=== instr_encoder ===
instr_encoder/placement_by_type.png
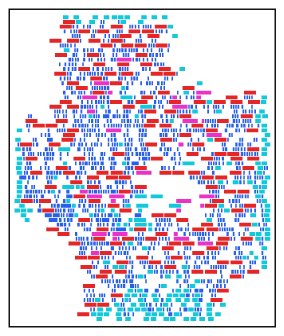

**src/rtl/mips_isa_pkg.sv**
```systemverilog
// mips_isa_pkg: MIPS field formats, widths, bit positions, opcodes and encoder FSM states
package mips_isa_pkg;

   typedef enum logic [1:0] {
      FMT_R   = 2'b00,
      FMT_I   = 2'b01,
      FMT_J   = 2'b10,
      FMT_ILL = 2'b11
   } fmt_e;

   typedef enum logic [1:0] {
      ST_IDLE,
      ST_RUN,
      ST_DRAIN,
      ST_DONE
   } state_e;

   localparam int INSTR_W   = 32;
   localparam int OP_W      = 6;
   localparam int REG_W     = 5;
   localparam int SHAMT_W   = 5;
   localparam int FUNC_W    = 6;
   localparam int IMM_W     = 16;
   localparam int TGT_W     = 26;

   localparam int OP_LSB    = 26;
   localparam int RS_LSB    = 21;
   localparam int RT_LSB    = 16;
   localparam int RD_LSB    = 11;
   localparam int SHAMT_LSB = 6;

   localparam logic [OP_W-1:0] OP_RTYPE = 6'd0;
   localparam logic [OP_W-1:0] OP_J     = 6'd2;
   localparam logic [OP_W-1:0] OP_JAL   = 6'd3;

   // Packs a field tuple into one instruction word; fields the format does not use are ignored.
   function automatic logic [INSTR_W-1:0] encode(
      input fmt_e                fmt,
      input logic [OP_W-1:0]     op,
      input logic [REG_W-1:0]    rs,
      input logic [REG_W-1:0]    rt,
      input logic [REG_W-1:0]    rd,
      input logic [SHAMT_W-1:0]  shamt,
      input logic [FUNC_W-1:0]   func,
      input logic [IMM_W-1:0]    imm16,
      input logic [TGT_W-1:0]    im26
   );
      logic [INSTR_W-1:0] w;
      w = INSTR_W'(op) << OP_LSB;
      if (fmt == FMT_J) begin
         w = w | INSTR_W'(im26);
      end else begin
         w = w | (INSTR_W'(rs) << RS_LSB) | (INSTR_W'(rt) << RT_LSB);
         w = (fmt == FMT_R)
           ? (w | (INSTR_W'(rd) << RD_LSB) | (INSTR_W'(shamt) << SHAMT_LSB) | INSTR_W'(func))
           : (w | INSTR_W'(imm16));
      end
      return w;
   endfunction

   // Opcode plausibility per format: R must be SPECIAL, J must be j/jal, I must be anything else.
   function automatic logic op_legal(input fmt_e fmt, input logic [OP_W-1:0] op);
      logic is_jump;
      is_jump = (op == OP_J) || (op == OP_JAL);
      return (fmt == FMT_R) ? (op == OP_RTYPE)
           : (fmt == FMT_J) ? is_jump
           : (fmt == FMT_I) ? !(is_jump || op == OP_RTYPE)
           : 1'b0;
   endfunction

endpackage

```
**src/rtl/instr_fifo2.sv**
```systemverilog
// instr_fifo2: 2-entry FIFO of {instr,addr} with valid/ready on both sides and registered head
module instr_fifo2 #(
   parameter int W = 64
) (
   input  logic         clk,
   input  logic         reset,
   input  logic         push_valid,
   output logic         push_ready,
   input  logic [W-1:0] push_data,
   output logic         pop_valid,
   input  logic         pop_ready,
   output logic [W-1:0] pop_data
);

   logic [W-1:0] head_q, head_d, tail_q, tail_d;
   logic [1:0]   cnt_q, cnt_d;
   logic         push, pop;

   assign push_ready = (cnt_q != 2'd2);
   assign pop_valid  = (cnt_q != 2'd0);
   assign pop_data   = head_q;
   assign push       = push_valid && push_ready;
   assign pop        = pop_valid && pop_ready;

   // Head takes the tail on a pop from full, or new data when it would otherwise be empty.
   always_comb begin
      cnt_d  = cnt_q + {1'b0, push} - {1'b0, pop};
      head_d = (pop && cnt_q == 2'd2) ? tail_q
             : (push && (cnt_q == 2'd0 || pop)) ? push_data
             : head_q;
      tail_d = (push && cnt_q == 2'd1 && !pop) ? push_data : tail_q;
   end

   // Storage and occupancy registers; reset empties the buffer and zeroes the visible head.
   always_ff @(posedge clk) begin
      if (reset) begin
         cnt_q  <= 2'd0;
         head_q <= '0;
         tail_q <= '0;
      end else begin
         cnt_q  <= cnt_d;
         head_q <= head_d;
         tail_q <= tail_d;
      end
   end

endmodule

```
**src/rtl/instr_encoder.sv**
```systemverilog
// instr_encoder: packs MIPS field tuples into words streamed out with IM byte addresses (optional ENCODER_OPCHECK_EN)
module instr_encoder
   import mips_isa_pkg::*;
#(
   parameter logic [31:0] BASE_ADDR = 32'h0000_3000,
   parameter int          DEPTH     = 1024,
   parameter int          CNT_W     = 11
) (
   input  logic             clk,
   input  logic             reset,
   input  logic             start,
   input  logic             in_valid,
   output logic             in_ready,
   input  logic [1:0]       in_fmt,
   input  logic [5:0]       in_op,
   input  logic [4:0]       in_rs,
   input  logic [4:0]       in_rt,
   input  logic [4:0]       in_rd,
   input  logic [4:0]       in_shamt,
   input  logic [5:0]       in_func,
   input  logic [15:0]      in_imm16,
   input  logic [25:0]      in_im26,
   input  logic             in_last,
   output logic             out_valid,
   input  logic             out_ready,
   output logic [31:0]      out_instr,
   output logic [31:0]      out_addr,
   output logic [CNT_W-1:0] word_count,
   output logic             busy,
   output logic             done,
   output logic             err
);

   state_e           state_q, state_d;
   logic [31:0]      addr_q, addr_d;
   logic [CNT_W-1:0] word_count_q, word_count_d;
   logic             err_q, err_d;
   logic             accept, bad, push, push_ready;
   logic [63:0]      pop_data;

`ifdef ENCODER_OPCHECK_EN
   assign bad = (in_fmt == FMT_ILL) || !op_legal(fmt_e'(in_fmt), in_op);
`else
   assign bad = (in_fmt == FMT_ILL);
`endif

   assign in_ready   = (state_q == ST_RUN) && push_ready;
   assign accept     = in_valid && in_ready;
   assign push       = accept && !bad;
   assign word_count = word_count_q;
   assign busy       = (state_q == ST_RUN) || (state_q == ST_DRAIN);
   assign done       = (state_q == ST_DONE);
   assign err        = err_q;
   assign out_instr  = pop_data[63:32];
   assign out_addr   = pop_data[31:0];

   instr_fifo2 #(.W(64)) u_fifo (
      .clk        (clk),
      .reset      (reset),
      .push_valid (push),
      .push_ready (push_ready),
      .push_data  ({encode(fmt_e'(in_fmt), in_op, in_rs, in_rt, in_rd, in_shamt, in_func, in_imm16, in_im26), addr_q}),
      .pop_valid  (out_valid),
      .pop_ready  (out_ready),
      .pop_data   (pop_data)
   );

   // Run control: start opens a run, last tuple or a full IM closes intake, drain waits for the buffer.
   always_comb begin
      state_d      = state_q;
      addr_d       = addr_q;
      word_count_d = word_count_q;
      err_d        = err_q;
      case (state_q)
         ST_IDLE, ST_DONE: begin
            if (start) begin
               state_d      = ST_RUN;
               addr_d       = BASE_ADDR;
               word_count_d = '0;
               err_d        = 1'b0;
            end
         end
         ST_RUN: begin
            if (accept) begin
               err_d        = err_q | bad;
               addr_d       = push ? addr_q + 32'd4 : addr_q;
               word_count_d = push ? word_count_q + CNT_W'(1) : word_count_q;
               state_d      = (in_last || (push && word_count_q == CNT_W'(DEPTH - 1))) ? ST_DRAIN : ST_RUN;
            end
         end
         default: state_d = out_valid ? ST_DRAIN : ST_DONE;
      endcase
   end

   // Control registers with synchronous reset to an idle, empty encoder.
   always_ff @(posedge clk) begin
      if (reset) begin
         state_q      <= ST_IDLE;
         addr_q       <= '0;
         word_count_q <= '0;
         err_q        <= 1'b0;
      end else begin
         state_q      <= state_d;
         addr_q       <= addr_d;
         word_count_q <= word_count_d;
         err_q        <= err_d;
      end
   end

endmodule

```
**config.mk**
```make
export PLATFORM = sky130hd
export DESIGN_NAME = instr_encoder
export DESIGN_NICKNAME = d
export VERILOG_FILES = /design/src/rtl/mips_isa_pkg.sv /design/src/rtl/instr_fifo2.sv /design/src/rtl/instr_encoder.sv
export SDC_FILE = /design/constraint.sdc
export NUM_CORES = 1
export LEC_CHECK = 0
export ABC_AREA = 1
export CAP_MARGIN = 20
export CORE_ASPECT_RATIO = 1.2
export CORE_MARGIN = 2
export CORE_UTILIZATION = 35
export DETAILED_ROUTE_END_ITERATION = 10
export PLACE_DENSITY = 0.68
export SYNTH_ARGS = -nofsm -noshare
export SYNTH_HDL_FRONTEND = slang
export SYNTH_HIERARCHICAL = 1
export SYNTH_SLANG_ARGS = --single-unit
```
**constraint.sdc**
```tcl
create_clock -name clk -period 2.1 [get_ports clk]
set_clock_uncertainty 0.05 [all_clocks]
set_input_delay 0.315 -clock clk [delete_from_list [all_inputs] [get_ports clk]]
set_output_delay 0.315 -clock clk [all_outputs]
set_load 0.02 [all_outputs]
```
=== spi_fsm ===
<file path="config.mk">
export PLATFORM = sky130hd
export DESIGN_NAME = spi_fsm
export DESIGN_NICKNAME = d
export VERILOG_FILES = /design/src/rtl/spi_fsm_pkg.sv /design/src/rtl/spi_bit_counter.sv /design/src/rtl/spi_fsm.sv
export SDC_FILE = /design/constraint.sdc
export NUM_CORES = 1
export LEC_CHECK = 0
export CELL_PAD_IN_SITES_DETAIL_PLACEMENT = 1
export CELL_PAD_IN_SITES_GLOBAL_PLACEMENT = 2
export CORE_MARGIN = 3
export CORE_UTILIZATION = 30
export CTS_BUF_LIST = sky130_fd_sc_hd__clkbuf_16
export CTS_CLUSTER_DIAMETER = 30
export DETAILED_ROUTE_END_ITERATION = 16
export PLACE_DENSITY = 0.86
export SYNTH_ARGS = -nofsm -noshare
export SYNTH_HDL_FRONTEND = slang
export SYNTH_SLANG_ARGS = --single-unit
</file>
<file path="constraint.sdc">
create_clock -name clk -period 2.25 [get_ports clk]
set_input_delay 0.45 -clock clk [delete_from_list [all_inputs] [get_ports clk]]
set_output_delay 0.45 -clock clk [all_outputs]
set_load 0.05 [all_outputs]
</file>
<file path="src/rtl/spi_fsm_pkg.sv">
// rtl/spi_fsm_pkg.sv - shared types and constants for the SPI slave transaction controller
//
// Purpose: state encoding of the transaction FSM, the read/write bit
// encoding carried in bit 0 of the address byte, and a helper that selects
// which conditioned SCLK edge a state counts.
//
// Contents:
//   stateT           transaction FSM states
//   RW_READ/RW_WRITE meaning of rw_bit
//   countedEdge()    edge pulse counted by a given state (0 if none)

package spi_fsm_pkg;

  typedef enum logic [2:0] {
    IDLE       = 3'd0,
    GET_ADDR   = 3'd1,
    GOT_ADDR   = 3'd2,
    READ_LOAD  = 3'd3,
    READ_SEND  = 3'd4,
    WRITE_GET  = 3'd5,
    WRITE_DATA = 3'd6,
    DONE       = 3'd7
  } stateT;

  localparam logic RW_READ  = 1'b1;
  localparam logic RW_WRITE = 1'b0;

  // Address and write data are shifted in on SCLK rising edges; read data
  // is shifted out on falling edges. Any other state counts nothing, so a
  // stray pulse there cannot move the counter.
  function automatic logic countedEdge(stateT s, logic pe, logic ne);
    logic en;
    en = 1'b0;
    case (s)
      GET_ADDR,
      WRITE_GET: en = pe;
      READ_SEND: en = ne;
      default:   en = 1'b0;
    endcase
    return en;
  endfunction

endpackage

</file>
<file path="src/rtl/spi_bit_counter.sv">
// rtl/spi_bit_counter.sv - SCLK edge counter for one SPI byte
//
// Purpose: counts qualified edge pulses within one FSM state and flags the
// pulse that completes a byte.
//
// Ports:
//   clk      in   system clock
//   reset_n  in   asynchronous active-low reset
//   clear    in   return count to zero (wins over countEn)
//   countEn  in   one qualified edge pulse this cycle
//   done     out  high in the same cycle as the width-th counted pulse

module spi_bit_counter #(
  parameter int width = 8
) (
  input  logic clk,
  input  logic reset_n,
  input  logic clear,
  input  logic countEn,
  output logic done
);

  localparam int cntW = $clog2(width + 1);
  localparam logic [cntW-1:0] lastCount = cntW'(width - 1);

  logic [cntW-1:0] count;

  always_ff @(posedge clk or negedge reset_n) begin
    if (!reset_n) begin
      count <= '0;
    end else if (clear) begin
      count <= '0;
    end else if (countEn) begin
      count <= count + cntW'(1);
    end
  end

  // Combinational so the FSM can leave its counting state on the very
  // cycle that carries the last pulse; the stored count never reaches width.
  assign done = countEn && (count == lastCount);

endmodule

</file>
<file path="src/rtl/spi_fsm.sv">
// rtl/spi_fsm.sv - SPI slave transaction controller
//
// Purpose: frames a chip-select transaction, counts conditioned SCLK edges,
// decodes read/write from the address byte and issues one-cycle strobes to
// the address latch, data memory and shift register parallel load. Enables
// the MISO buffer while read data is shifted out.
//
// Ports:
//   clk           in   system clock
//   reset_n       in   asynchronous active-low reset
//   cs            in   conditioned chip select, active low
//   sclk_pe       in   one-clk pulse per conditioned SCLK rising edge
//   sclk_ne       in   one-clk pulse per conditioned SCLK falling edge
//   rw_bit        in   shift register bit 0 (1 = read, 0 = write)
//   addr_we       out  address latch write strobe
//   dm_we         out  data memory write strobe
//   sr_we         out  shift register parallel load
//   miso_buff_en  out  MISO tri-state buffer enable

module spi_fsm
  import spi_fsm_pkg::*;
#(
  parameter int width = 8
) (
  input  logic clk,
  input  logic reset_n,
  input  logic cs,
  input  logic sclk_pe,
  input  logic sclk_ne,
  input  logic rw_bit,
  output logic addr_we,
  output logic dm_we,
  output logic sr_we,
  output logic miso_buff_en
);

  stateT state;
  stateT nextState;

  logic countEn;
  logic cntClear;
  logic cntDone;

  assign countEn = countedEdge(state, sclk_pe, sclk_ne);

  // Every state change restarts the count, which also covers the cs abort
  // path back to IDLE.
  assign cntClear = (nextState != state);

  spi_bit_counter #(
    .width (width)
  ) bitCounter (
    .clk     (clk),
    .reset_n (reset_n),
    .clear   (cntClear),
    .countEn (countEn),
    .done    (cntDone)
  );

  // State register
  always_ff @(posedge clk or negedge reset_n) begin
    if (!reset_n) begin
      state <= IDLE;
    end else begin
      state <= nextState;
    end
  end

  // Next-state logic; a high cs overrides any edge pulse in the same cycle.
  always_comb begin
    nextState = state;
    if (cs) begin
      nextState = IDLE;
    end else begin
      case (state)
        IDLE:       nextState = GET_ADDR;
        GET_ADDR:   if (cntDone) nextState = GOT_ADDR;
        GOT_ADDR: begin
          case (rw_bit)
            RW_READ:  nextState = READ_LOAD;
            RW_WRITE: nextState = WRITE_GET;
            default:  nextState = WRITE_GET;
          endcase
        end
        READ_LOAD:  nextState = READ_SEND;
        READ_SEND:  if (cntDone) nextState = DONE;
        WRITE_GET:  if (cntDone) nextState = WRITE_DATA;
        WRITE_DATA: nextState = DONE;
        DONE:       nextState = DONE;
        default:    nextState = IDLE;
      endcase
    end
  end

  // Moore outputs decoded from the registered state only.
  always_comb begin
    addr_we      = 1'b0;
    dm_we        = 1'b0;
    sr_we        = 1'b0;
    miso_buff_en = 1'b0;
    case (state)
      GOT_ADDR:   addr_we      = 1'b1;
      READ_LOAD:  sr_we        = 1'b1;
      READ_SEND:  miso_buff_en = 1'b1;
      WRITE_DATA: dm_we        = 1'b1;
      default: begin
        addr_we      = 1'b0;
        dm_we        = 1'b0;
        sr_we        = 1'b0;
        miso_buff_en = 1'b0;
      end
    endcase
  end

endmodule
</file>
=== pram_access_arbiter ===
--- config.mk ---
export PLATFORM = sky130hd
export DESIGN_NAME = pram_access_arbiter
export DESIGN_NICKNAME = d
export VERILOG_FILES = /design/src/rtl/pram_arb_pkg.sv /design/src/rtl/pram_access_arbiter_starve_counter.sv /design/src/rtl/pram_access_arbiter.sv
export SDC_FILE = /design/constraint.sdc
export NUM_CORES = 1
export LEC_CHECK = 0
export CAP_MARGIN = 15
export CORE_ASPECT_RATIO = 1.5
export CORE_UTILIZATION = 38
export CTS_CLUSTER_DIAMETER = 50
export DETAILED_ROUTE_END_ITERATION = 6
export PLACE_DENSITY_LB_ADDON = 0.12
export SYNTH_ARGS = -nofsm -noshare
export SYNTH_HDL_FRONTEND = slang
export SYNTH_SLANG_ARGS = --single-unit
--- constraint.sdc ---
create_clock -name clock -period 2.2 [get_ports clock]
set_clock_uncertainty 0.2 [all_clocks]
set_input_delay 0.22 -clock clock [delete_from_list [all_inputs] [get_ports clock]]
set_output_delay 0.22 -clock clock [all_outputs]
set_load 0.02 [all_outputs]
--- src/rtl/pram_arb_pkg.sv ---
// Shared types and constants for the program-RAM access arbiter.
package pram_arb_pkg;

  typedef enum logic [1:0] {
    IDLE  = 2'd0,
    ISSUE = 2'd1,
    RESP  = 2'd2
  } state_t;

  typedef enum logic {
    OWN_FETCH = 1'b0,
    OWN_LS    = 1'b1
  } owner_t;

  localparam logic RW_READ  = 1'b0;
  localparam logic RW_WRITE = 1'b1;

endpackage

--- src/rtl/pram_access_arbiter_starve_counter.sv ---
// Saturating count of consecutive arbitrations fetch has lost to load/store.
module arb_starve_counter #(
  parameter int STARVE_LIMIT = 4
) (
  input  logic clock,
  input  logic reset,
  input  logic inc,
  input  logic clr,
  output logic at_limit
);

  localparam int CW = $clog2(STARVE_LIMIT + 1);
  localparam logic [CW-1:0] LIMIT = CW'(STARVE_LIMIT);

  logic [CW-1:0] count;

  // NOTE: sequential state is written with <= so every flop samples pre-edge values.
  always_ff @(posedge clock or posedge reset) begin
    if (reset) begin
      count <= '0;
    end else if (clr) begin
      count <= '0;
    end else if (inc && count != LIMIT) begin
      count <= count + 1'b1;
    end
  end

  assign at_limit = (count == LIMIT);

endmodule

--- src/rtl/pram_access_arbiter.sv ---
// Shares one synchronous program-RAM port between fetch and load/store.
// Optional write protection below PROTECT_LIMIT: PRAM_ARB_WRITE_PROTECT_EN.
module pram_access_arbiter
  import pram_arb_pkg::*;
#(
  parameter int ADDRESS_WIDTH = 16,
  parameter int DATA_WIDTH    = 16,
  parameter int STARVE_LIMIT  = 4,
  parameter logic [ADDRESS_WIDTH-1:0] PROTECT_LIMIT = 16'h0010
) (
  input  logic                     clock,
  input  logic                     reset,
  input  logic                     fetch_req,
  input  logic [ADDRESS_WIDTH-1:0] fetch_address,
  output logic                     fetch_grant,
  output logic                     fetch_valid,
  output logic [DATA_WIDTH-1:0]    fetch_data,
  input  logic                     ls_req,
  input  logic                     ls_rw,
  input  logic [ADDRESS_WIDTH-1:0] ls_address,
  input  logic [DATA_WIDTH-1:0]    ls_wdata,
  output logic                     ls_grant,
  output logic                     ls_valid,
  output logic [DATA_WIDTH-1:0]    ls_rdata,
  output logic                     ls_fault,
  output logic                     ram_enable,
  output logic                     ram_rw,
  output logic [ADDRESS_WIDTH-1:0] ram_address,
  output logic [DATA_WIDTH-1:0]    ram_wdata,
  input  logic [DATA_WIDTH-1:0]    ram_rdata,
  output logic                     busy
);

  state_t                   state, state_next;
  owner_t                   owner_q;
  logic                     write_q, fault_q;
  logic [ADDRESS_WIDTH-1:0] addr_q;
  logic [DATA_WIDTH-1:0]    wdata_q;
  logic                     arb_point, at_limit, protect_hit;
  logic                     grant_fetch, grant_ls, any_grant;

  // Gating on reset keeps every output low while reset is held.
  assign arb_point   = !reset && (state == IDLE || state == RESP);
  assign grant_fetch = arb_point && fetch_req && (!ls_req || at_limit);
  assign grant_ls    = arb_point && ls_req && !(fetch_req && at_limit);
  assign any_grant   = grant_fetch || grant_ls;

  arb_starve_counter #(.STARVE_LIMIT(STARVE_LIMIT)) u_starve (
    .clock   (clock),
    .reset   (reset),
    .inc     (grant_ls && fetch_req),
    .clr     (grant_fetch || (arb_point && !fetch_req)),
    .at_limit(at_limit)
  );

`ifdef PRAM_ARB_WRITE_PROTECT_EN
  assign protect_hit = (ls_rw == RW_WRITE) && (ls_address < PROTECT_LIMIT);
`else
  logic unused_protect;
  assign protect_hit    = 1'b0;
  assign unused_protect = (ls_address < PROTECT_LIMIT);
`endif

  // NOTE: default assignment first so no path through always_comb infers a latch.
  always_comb begin
    state_next = IDLE;
    if (any_grant)           state_next = ISSUE;
    else if (state == ISSUE) state_next = RESP;
  end

  always_ff @(posedge clock or posedge reset) begin
    if (reset) begin
      state   <= IDLE;
      owner_q <= OWN_FETCH;
      write_q <= RW_READ;
      fault_q <= 1'b0;
      addr_q  <= '0;
      wdata_q <= '0;
    end else begin
      state <= state_next;
      if (grant_ls) begin
        owner_q <= OWN_LS;
        write_q <= ls_rw;
        fault_q <= protect_hit;
        addr_q  <= ls_address;
        wdata_q <= ls_wdata;
      end else if (grant_fetch) begin
        owner_q <= OWN_FETCH;
        write_q <= RW_READ;
        fault_q <= 1'b0;
        addr_q  <= fetch_address;
      end
    end
  end

  assign fetch_grant = grant_fetch;
  assign ls_grant    = grant_ls;

  // A protected write goes out as a read so RAM contents are untouched.
  assign ram_enable  = (state == ISSUE);
  assign ram_rw      = ram_enable && write_q && !fault_q;
  assign ram_address = addr_q;
  assign ram_wdata   = wdata_q;

  assign fetch_valid = (state == RESP) && (owner_q == OWN_FETCH);
  assign ls_valid    = (state == RESP) && (owner_q == OWN_LS);
  assign fetch_data  = fetch_valid ? ram_rdata : '0;
  assign ls_rdata    = (ls_valid && !write_q) ? ram_rdata : '0;
  assign ls_fault    = ls_valid && fault_q;
  assign busy        = (state == ISSUE) || (state == RESP);

endmodule
instr_encoder/io_placement.png
Pins as bars across the die edge, other pins in gray.
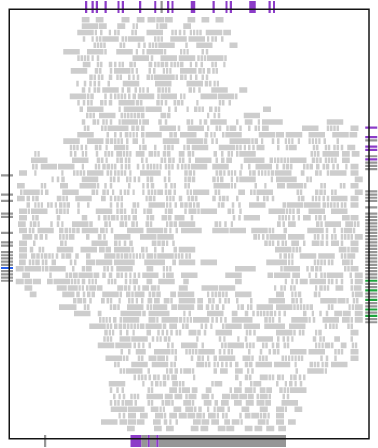
purple -> `out_addr`  # pins 32, direction output, edge 20 top, 7 bottom, 5 right
green -> `in_rt`  # pins 5, direction input, edge right
blue -> `in_last`  # pins 1, direction input, edge left
all pins by edge = 73 bottom, 50 right, 21 top, 18 left

instr_encoder/clk_routes.png
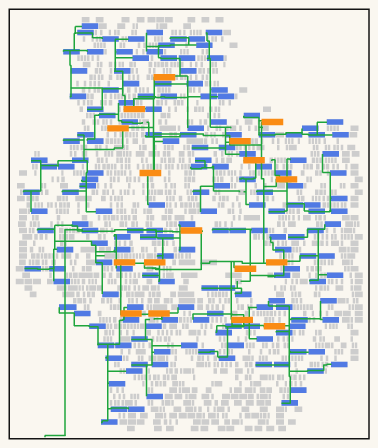
green -> clock wires  # length 2240 microns
blue -> flip-flops  # count 174
orange -> clock drivers  # count 17
routed clock nets = 18

About instr_encoder/placement_by_type.png:
blue -> combinational and other logic  # cells 1282, share of their area 47%
magenta -> clock drivers and dummy loads  # cells 30, share of their area 4.8%
cyan -> remaining buffers and delay cells  # cells 202, share of their area 18%
red -> sequential cells  # cells 174, share of their area 31%

==> job_summary.md, instr_encoder <==
## Synthesis and layout report

| Metric | Value |
|---|---|
| Status | `completed` |
| TritonCTS buffer count | `17` |
| CP Depth | `4` |
| N_diodes | `0` |
| Final worst-path cycle share | `about 94%` |
| DR DRC count | `0` |
| Most frequent cells after synthesis | `406 x nand2_1, 403 x nor2_1, 186 x inv_1` |
| Number of cells on the worst reg-to-reg path | `11` |
| Flop Count | `174` |
| Global route hottest layer | `met2` |
| DRT Pass-1 Iters | `7` |
| Clock-cell share | `4.63%` |
| XORs/XNORs by Area | `0.189%` |
| Asr flop ratio synth | `0%` |
| Hold WC Path Type | `flip-flop to flip-flop` |
| Wire length on met2 | `~12000 microns` |
| Worst Setup Start Kind | `flip-flop` |
| Highest metal used | `met4` |
| Final wirelength | `~24000 microns` |
| And+or+nand+nor area frac | `40.6%` |
| Dpl cells | `1991` |
| Buffers excl. clock | `202` |
==> instr_encoder: sequential cells by signal (all words and copies together), names as in the netlist <==
register and count:
addr_q 30, err 1, state_q 2, u_fifo/cnt_q 2, u_fifo/pop_data 64, u_fifo/tail_q 64
word_count 11
==> instr_encoder: cells in the final DEF, fill, tap and decap left out, types with 4 or more instances in the layout <==
master	n
ha_1	5
o21ai_0	78
inv_2	5
nand3_1	103
buf_4	30
nor2_1	402
buf_12	11
nand2_1	406
inv_1	185
dfxtp_1	173
nand4_1	14
clkinv_4	4
nor3_1	5
conb_1	4
clkbuf_16	17
a21oi_1	35
a22oi_1	11
clkdlybuf4s50_1	158
==> instr_encoder: power breakdown <==
group | internal [mW] | switching [mW] | total (mW) | leakage [nW]
Clock | 1.61 | 1.35 | 2.96 | 0.265
Combinational | 2.86 | 3.92 | 6.78 | 3.16
Sequential | 4.02 | 0.386 | 4.41 | 1.41
Total | 8.49 | 5.66 | 14.1 | 4.83
==> instr_encoder: path summary, 6_finish.rpt <==
kind                                    endpoint  slack [ns]
worst max-delay path                        busy        0.13
worst max register to register         addr_q[4]        0.16
worst min-delay path            u_fifo/tail_q[1]        0.43
worst min register to register  u_fifo/tail_q[1]        0.43
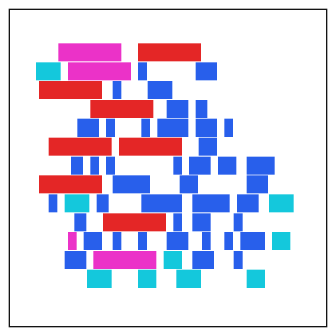
spi_fsm/placement_by_type.png
cyan -> remaining buffers and delay cells  # cells 9, share of their area 13%
blue -> combinational and other logic  # cells 42, share of their area 47%
red -> sequential cells  # cells 7, share of their area 28%
magenta -> clock drivers and dummy loads  # cells 4, share of their area 13%

==> job_summary.md, spi_fsm <==
## Synthesis and layout report

| Metric | Value |
|---|---|
| Top flop regs | `bitCounter.count x4, state x3` |
| Switching pwr | `84.7 uW` |
| TritonCTS buffer count | `3` |
| GR Util All Layers | `between 10% and 20%` |
| Largest net degree at the start of global routing | `14` |
| Logic share of the area | `43.8%` |
| Crit-path slowest cell | `dfrtp_1` |
| Flop pwr share | `28.7%` |
| Detailed placement HPWL | `802 microns` |
| Wire length on met2 | `459 microns` |
| Max Fclk | `555 MHz` |
| GPL Wtd Cong | `0.720` |
| CORE AREA | `0.00138 sq mm` |
| CTS tree | `done` |
| Hold Worst Slack | `0.480 ns` |
| Number of global-route vias before repair | `394` |
| Max reg flops | `4` |
| P_seq | `133 uW` |
| Status | `completed` |
| Antenna violations before repair | `0` |
| Nets | `~70` |
| Final wirelength | `995 microns` |
| Layout cells sized above 1 | `27.4%` |
| Post-Syn Area per Cell | `~9.4 sq um` |
-- spi_fsm: synth_stat cells --
cell type	instances	area [sq um]
a2111oi_2	1	15.0
a211oi_1	2	15.0
a21oi_1	3	15.0
a21oi_2	1	8.76
a221oi_2	1	15.0
and2b_2	1	8.76
and3_2	1	7.51
and3b_1	1	8.76
clkbuf_1	1	3.75
dfrtp_1	7	175
ha_1	1	12.5
inv_1	3	11.3
mux2i_1	1	10.0
nand2_1	5	18.8
nand2b_2	2	17.5
nand3_1	1	5.00
nand3b_2	1	11.3
nor2_1	8	30.0
nor3_1	1	5.00
nor3b_1	1	7.51
o32ai_1	1	8.76
o32ai_2	1	16.3
or2b_1	1	7.51
or3b_1	1	8.76
xnor2_1	3	26.3
-- spi_fsm: kinds of logic (layout without fill, tap and decap cells) --
family / count (synthesis) / in the layout / synth area share [%]
and+or+nand+nor: 24 / 24 / 29.1
DFF: 7 / 7 / 37.3
AOI/OAI and AO/OA: 10 / 10 / 20.0
adders and majority gates: 1 / 1 / 2.67
buffers and inverters: 4 / 16 / 3.20
muxes: 1 / 1 / 2.13
xor gates and xnor gates: 3 / 3 / 5.60
pram_access_arbiter/clk_routes.png
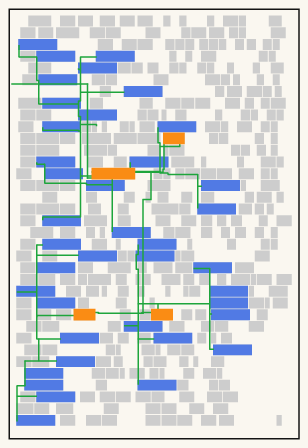
green -> clock wires  # length 494 microns
blue -> flip-flops  # count 39
orange -> clock drivers  # count 5
flops lie = all over the die

pram_access_arbiter/placement_by_type.png
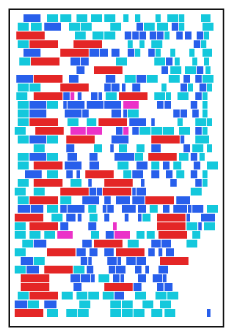
blue -> combinational and other logic  # cells 163, share of their area 35%
red -> sequential cells  # cells 39, share of their area 26%
cyan -> remaining buffers and delay cells  # cells 155, share of their area 37%
magenta -> clock drivers and dummy loads  # cells 8, share of their area 2.2%

==> job_summary.md, pram_access_arbiter <==
## Synthesis and layout report

| Metric | Value |
|---|---|
| Reg2Reg Capture Point | `ram_wdata[0]` |
| Internal | `1.83 mW` |
| YS warnings | `0` |
| Status | `completed` |
| Die W | `66.7 microns` |
| Yosys cell count | `221` |
| CTS tree | `done` |
| Postcts setup bufs | `0` |
| XORs/XNORs by Area | `0%` |
| GR Overflow Total | `0` |
| Max-cap violation count | `0` |
| Post-Layout Cell Count | `439` |
| DR vias | `2183` |
| P_comb | `~1.3 mW` |
| Area leader share | `40.9%` |
| Top cells by area | `dfrtp_1 41%, o22a_1 5.9%, mux2_4 5.7%` |
| Count of buffers from port buffering | `139` |
| Finish-stage setup viols | `0` |
| # rows | `35` |
| Detailed placement HPWL | `4780 microns` |
| Layout cells sized above 1 | `23.0%` |
| Post-Syn Area per Cell | `10.8 sq um` |
| Setup WS post-layout | `0.125 ns` |
## pram_access_arbiter: metal layers
layer | vias to the layer above | global-route usage (%) | share of wire (%)
met3 | 4 | 4.47 | 6.9
li1 | 1063 | - | -
met1 | 1037 | 23.2 | 40
met2 | 79 | 36.4 | 52
met5 | - | 0 | 0
met4 | 0 | 3.93 | 0.89
## pram_access_arbiter: per-stage QoR
stage / TNS (ns) / power, mW
2_1_floorplan: 0 / 1.71
3_3_place_gp: -0.0608 / 2.34
3_5_place_dp: -0.0259 / 2.35
4_1_cts: 0 / 2.81
5_1_grt: 0 / 2.92
6_report: 0 / 2.76
## pram_access_arbiter: worst max-delay path: cells and delay by family, from the launching register on
family | cells | cell delay, ns
AOI/OAI and AO/OA | 1 | 0.25
adders and majority gates | 1 | 0.22
buffers and inverters | 2 | 0.38
DFF | 1 | 0.35
and+or+nand+nor | 1 | 0.17
## pram_access_arbiter: layout make-up
cell class | count | area, sq um | share of cell area, %
clock inverters | 1 | 5.00 | 0.132
repair buffers | 155 | 1350 | 35.6
well taps | 74 | 92.6 | 2.45
inverters | 23 | 86.3 | 2.28
clock buffers | 7 | 76.3 | 2.02
flip-flops and latches | 39 | 976 | 25.8
multi-input cells | 140 | 1200 | 31.7

=== ror_cmd_ctrl ===
ror_cmd_ctrl/clk_routes.png
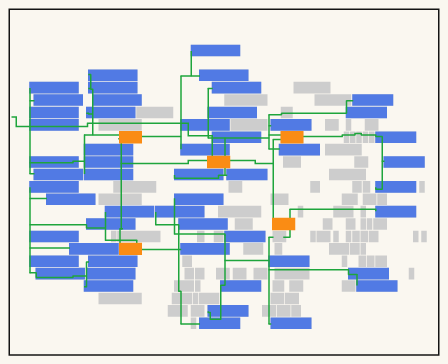
ror_cmd_ctrl/wires.png
Two of the layers only.
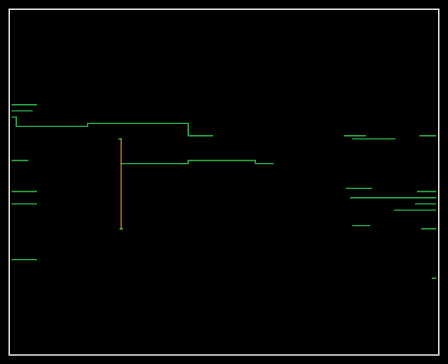
<file path="src/rtl/ror_pkg.sv">
// Shared definitions for the ror rotator and its command sequencer.
package ror_pkg;

  localparam logic [1:0] ROR_0 = 2'b00;
  localparam logic [1:0] ROR_1 = 2'b01;
  localparam logic [1:0] ROR_2 = 2'b10;
  localparam logic [1:0] ROR_3 = 2'b11;

  localparam int unsigned ROR_N = 4;

  typedef enum logic [1:0] {
    IDLE = 2'd0,
    ROT  = 2'd1,
    DONE = 2'd2
  } ror_state_e;

  typedef struct packed {
    logic [ROR_N-1:0] bits;
    logic [1:0]       amt;
    logic [2:0]       cnt;
  } ror_cmd_t;

endpackage

</file>
<file path="src/rtl/ror.sv">
// Single-shot combinational rotate-right by 0..3; passes the word through when disabled.
module ror #(
  parameter int unsigned n = 4
) (
  input  logic         en,
  input  logic [1:0]   ctrl,
  input  logic [n-1:0] bits,
  output logic [n-1:0] out
);

  logic [2*n-1:0] dbl;

  always_comb begin
    dbl = {bits, bits} >> ctrl;
    out = en ? dbl[n-1:0] : bits;
  end

endmodule

</file>
<file path="src/rtl/ror_cmd_fifo.sv">
// Synchronous command FIFO; extra pointer MSB separates full from empty.
module ror_cmd_fifo #(
  parameter int unsigned W     = 9,
  parameter int unsigned DEPTH = 4
) (
  input  logic         clk,
  input  logic         rst,
  input  logic         push_i,
  input  logic [W-1:0] wdata_i,
  input  logic         pop_i,
  output logic [W-1:0] rdata_o,
  output logic         full_o,
  output logic         empty_o
);

  localparam int unsigned AW = $clog2(DEPTH);

  logic [W-1:0] mem_q [DEPTH];
  logic [AW:0]  wptr_q, rptr_q;
  logic         do_push, do_pop;

  assign empty_o = (wptr_q == rptr_q);
  assign full_o  = (wptr_q[AW] != rptr_q[AW]) && (wptr_q[AW-1:0] == rptr_q[AW-1:0]);
  assign do_push = push_i && !full_o;
  assign do_pop  = pop_i && !empty_o;
  assign rdata_o = mem_q[rptr_q[AW-1:0]];

  always_ff @(posedge clk or posedge rst) begin
    if (rst) begin
      wptr_q <= '0;
      rptr_q <= '0;
    end else begin
      if (do_push) wptr_q <= wptr_q + (AW+1)'(1);
      if (do_pop)  rptr_q <= rptr_q + (AW+1)'(1);
    end
  end

  // Storage is left uncleared; pointers alone define validity.
  always_ff @(posedge clk) begin
    if (do_push) mem_q[wptr_q[AW-1:0]] <= wdata_i;
  end

endmodule

</file>
<file path="src/rtl/ror_cmd_ctrl.sv">
// Multi-step rotate engine: buffers commands and iterates the ror rotator cnt times.
module ror_cmd_ctrl
  import ror_pkg::*;
#(
  parameter int unsigned N     = 4,
  parameter int unsigned DEPTH = 4
) (
  input  logic         clk,
  input  logic         rst,
  input  logic         in_valid,
  output logic         in_ready,
  input  logic [N-1:0] in_bits,
  input  logic [1:0]   in_amt,
  input  logic [2:0]   in_cnt,
  output logic         out_valid,
  input  logic         out_ready,
  output logic [N-1:0] out_bits
);

  localparam int unsigned CW = N + 5;

  ror_state_e   state_q, state_d;
  logic [N-1:0] work_q, work_d;
  logic [1:0]   amt_q, amt_d;
  logic [2:0]   cnt_q, cnt_d;

  logic [CW-1:0] fifo_rdata;
  logic          fifo_full, fifo_empty, fifo_pop;
  logic [N-1:0]  pop_bits;
  logic [1:0]    pop_amt;
  logic [2:0]    pop_cnt;

  logic          ror_en;
  logic [1:0]    ror_ctrl;
  logic [N-1:0]  ror_bits, ror_out;

  ror_cmd_fifo #(
    .W     (CW),
    .DEPTH (DEPTH)
  ) u_fifo (
    .clk     (clk),
    .rst     (rst),
    .push_i  (in_valid),
    .wdata_i ({in_bits, in_amt, in_cnt}),
    .pop_i   (fifo_pop),
    .rdata_o (fifo_rdata),
    .full_o  (fifo_full),
    .empty_o (fifo_empty)
  );

  assign {pop_bits, pop_amt, pop_cnt} = fifo_rdata;

  ror #(
    .n (N)
  ) u_ror (
    .en   (ror_en),
    .ctrl (ror_ctrl),
    .bits (ror_bits),
    .out  (ror_out)
  );

  assign in_ready  = !fifo_full;
  assign out_valid = (state_q == DONE);
  assign out_bits  = work_q;
  assign ror_en    = (state_q == ROT);
  assign ror_ctrl  = ror_en ? amt_q : ROR_0;
  assign ror_bits  = ror_en ? work_q : '0;

  always_comb begin
    state_d  = state_q;
    work_d   = work_q;
    amt_d    = amt_q;
    cnt_d    = cnt_q;
    fifo_pop = 1'b0;
    case (state_q)
      IDLE: begin
        if (!fifo_empty) begin
          fifo_pop = 1'b1;
          work_d   = pop_bits;
          amt_d    = pop_amt;
          cnt_d    = pop_cnt;
          state_d  = (pop_cnt == 3'd0) ? DONE : ROT;
        end
      end
      ROT: begin
        // cnt is never 0 here: zero-step commands skip straight to DONE.
        work_d = ror_out;
        cnt_d  = cnt_q - 3'd1;
        if (cnt_q == 3'd1) state_d = DONE;
      end
      DONE: begin
        if (out_ready) state_d = IDLE;
      end
      default: state_d = IDLE;
    endcase
  end

  always_ff @(posedge clk or posedge rst) begin
    if (rst) begin
      state_q <= IDLE;
      work_q  <= '0;
      amt_q   <= ROR_0;
      cnt_q   <= '0;
    end else begin
      state_q <= state_d;
      work_q  <= work_d;
      amt_q   <= amt_d;
      cnt_q   <= cnt_d;
    end
  end

endmodule

</file>
<file path="config.mk">
export PLATFORM = sky130hd
export DESIGN_NAME = ror_cmd_ctrl
export DESIGN_NICKNAME = d
export VERILOG_FILES = /design/src/rtl/ror_pkg.sv /design/src/rtl/ror.sv /design/src/rtl/ror_cmd_fifo.sv /design/src/rtl/ror_cmd_ctrl.sv
export SDC_FILE = /design/constraint.sdc
export NUM_CORES = 1
export LEC_CHECK = 0
export CORE_ASPECT_RATIO = 0.8
export CORE_UTILIZATION = 35
export DETAILED_ROUTE_END_ITERATION = 7
export DONT_BUFFER_PORTS = 1
export PLACE_DENSITY = 0.54
export SETUP_SLACK_MARGIN = 0.4
export SLEW_MARGIN = 15
export SYNTH_ARGS = -nofsm -noshare
export SYNTH_HDL_FRONTEND = slang
export SYNTH_SLANG_ARGS = --single-unit
</file>
<file path="constraint.sdc">
create_clock -name clk -period 5.1 [get_ports clk]
set_clock_uncertainty 0.1 [all_clocks]
set_input_delay 1.02 -clock clk [delete_from_list [all_inputs] [get_ports clk]]
set_output_delay 1.02 -clock clk [all_outputs]
set_load 0.005 [all_outputs]
</file>
==> job_summary.md <==
## Synthesis and layout report

| Metric | Value |
|---|---|
| Clock Tree Buf Depth | `2` |
| Layout cells sized above 1 | `approximately an eighth` |
| Worst-margin pin slew | `0.730 ns` |
| GR Overflow Total | `0` |
| AND-OR/OR-AND Cells, Area Fraction | `7.09%` |
| Global route hottest layer | `met2` |
| Final hold viol count | `0` |
| Hold WC Path Type | `flip-flop to flip-flop` |
| Worst Hold Depth | `1` |
| Slew Limit Fails | `0` |
| P_seq | `750 uW` |
| CP required | `3.98 ns` |
| GPL Wtd Cong | `0.844` |
| Flop pwr share | `47.6%` |
| Max Fclk | `355 MHz` |
| Most frequently placed logic cells in the final layout | `36 x edfxtp_1, 17 x dfrtp_1, 8 x nand2_1` |
| Chip area line of the yosys report | `0.00236 sq mm` |
| Combinational group share of total power | `37.4%` |
| Status | `completed` |
Notes on ror_cmd_ctrl/clk_routes.png above:
green -> clock wires  # length 608 microns
blue -> flip-flops  # count 53
orange -> clock drivers  # count 5
routed clock nets = 6

Notes on ror_cmd_ctrl/wires.png above:
orange -> metal 4  # wire length 19.7 microns
green -> metal 3  # wire length 180 microns
DR vias: 1237
GR Util All Layers: 13.4%
final wirelength: 4360 microns
wire per inst: 18.9 microns

==> per-stage QoR <==
stage / area, sq um / instances / total power [mW] / setup slack [ns] / utilization (%)
5_1_grt: 2530 / 230 / 1.68 / 2.16 / 39.3
3_5_place_dp: 2440 / 222 / 1.36 / 2.56 / 37.9
4_1_cts: 2530 / 230 / 1.59 / 2.21 / 39.3
2_1_floorplan: 2360 / 142 / 1.21 / 3.01 / -
6_report: 2530 / 230 / 1.58 / 2.28 / 39.3
3_3_place_gp: 2440 / 222 / 1.33 / 2.62 / 37.9
==> sequential cells by signal (all words and copies together) (netlist names) <==
register / flops
u_fifo.wptr_q: 3
u_fifo.mem_q: 36
out_bits: 4
state_q: 2
cnt_q: 3
u_fifo.rptr_q: 3
amt_q: 2
==> cell type report <==
class                           instances  share of cell area [%]
Clock buffer                            5                    2.72
Clock inverter                          3                   0.792
Inverter                                7                    1.04
Multi-Input combinational cell         78                    31.7
Sequential cell                        53                    59.6
Tap cell                               84                    4.16
==> critical path: cells and delay by family, from the launching register on <==
family | cells | cell delay (ns)
flip-flops | 1 | 0.73
XOR/XNOR | 1 | 0.28
AND/OR/NAND/NOR | 1 | 0.39


==> screenshots <==
Congestion heat map.
Plate I
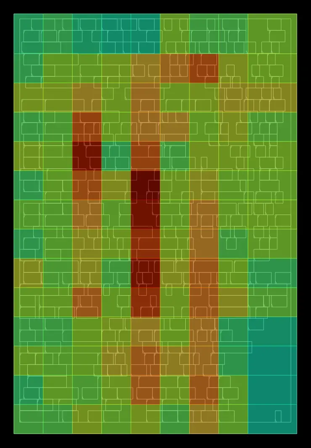
Plate II
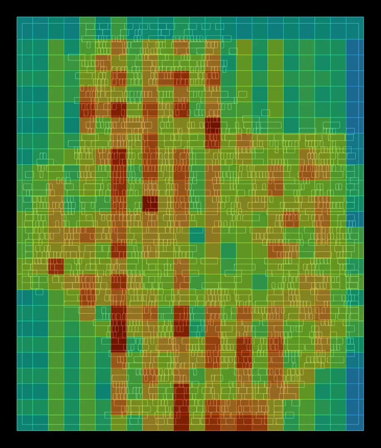
Plate III
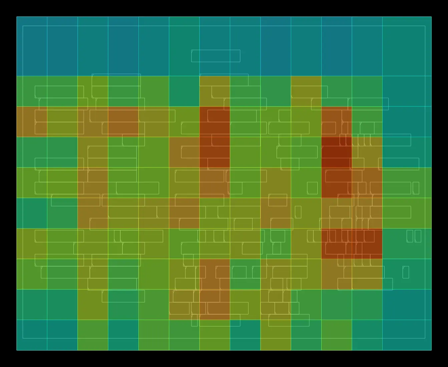
For pram_access_arbiter, see Plate I.
For instr_encoder, see Plate II.
For ror_cmd_ctrl, see Plate III.
The one with the lowest track usage is Plate III.
The one with the highest utilization is Plate I.

Power figures rest on the tool's default switching activity, not on a simulated workload.
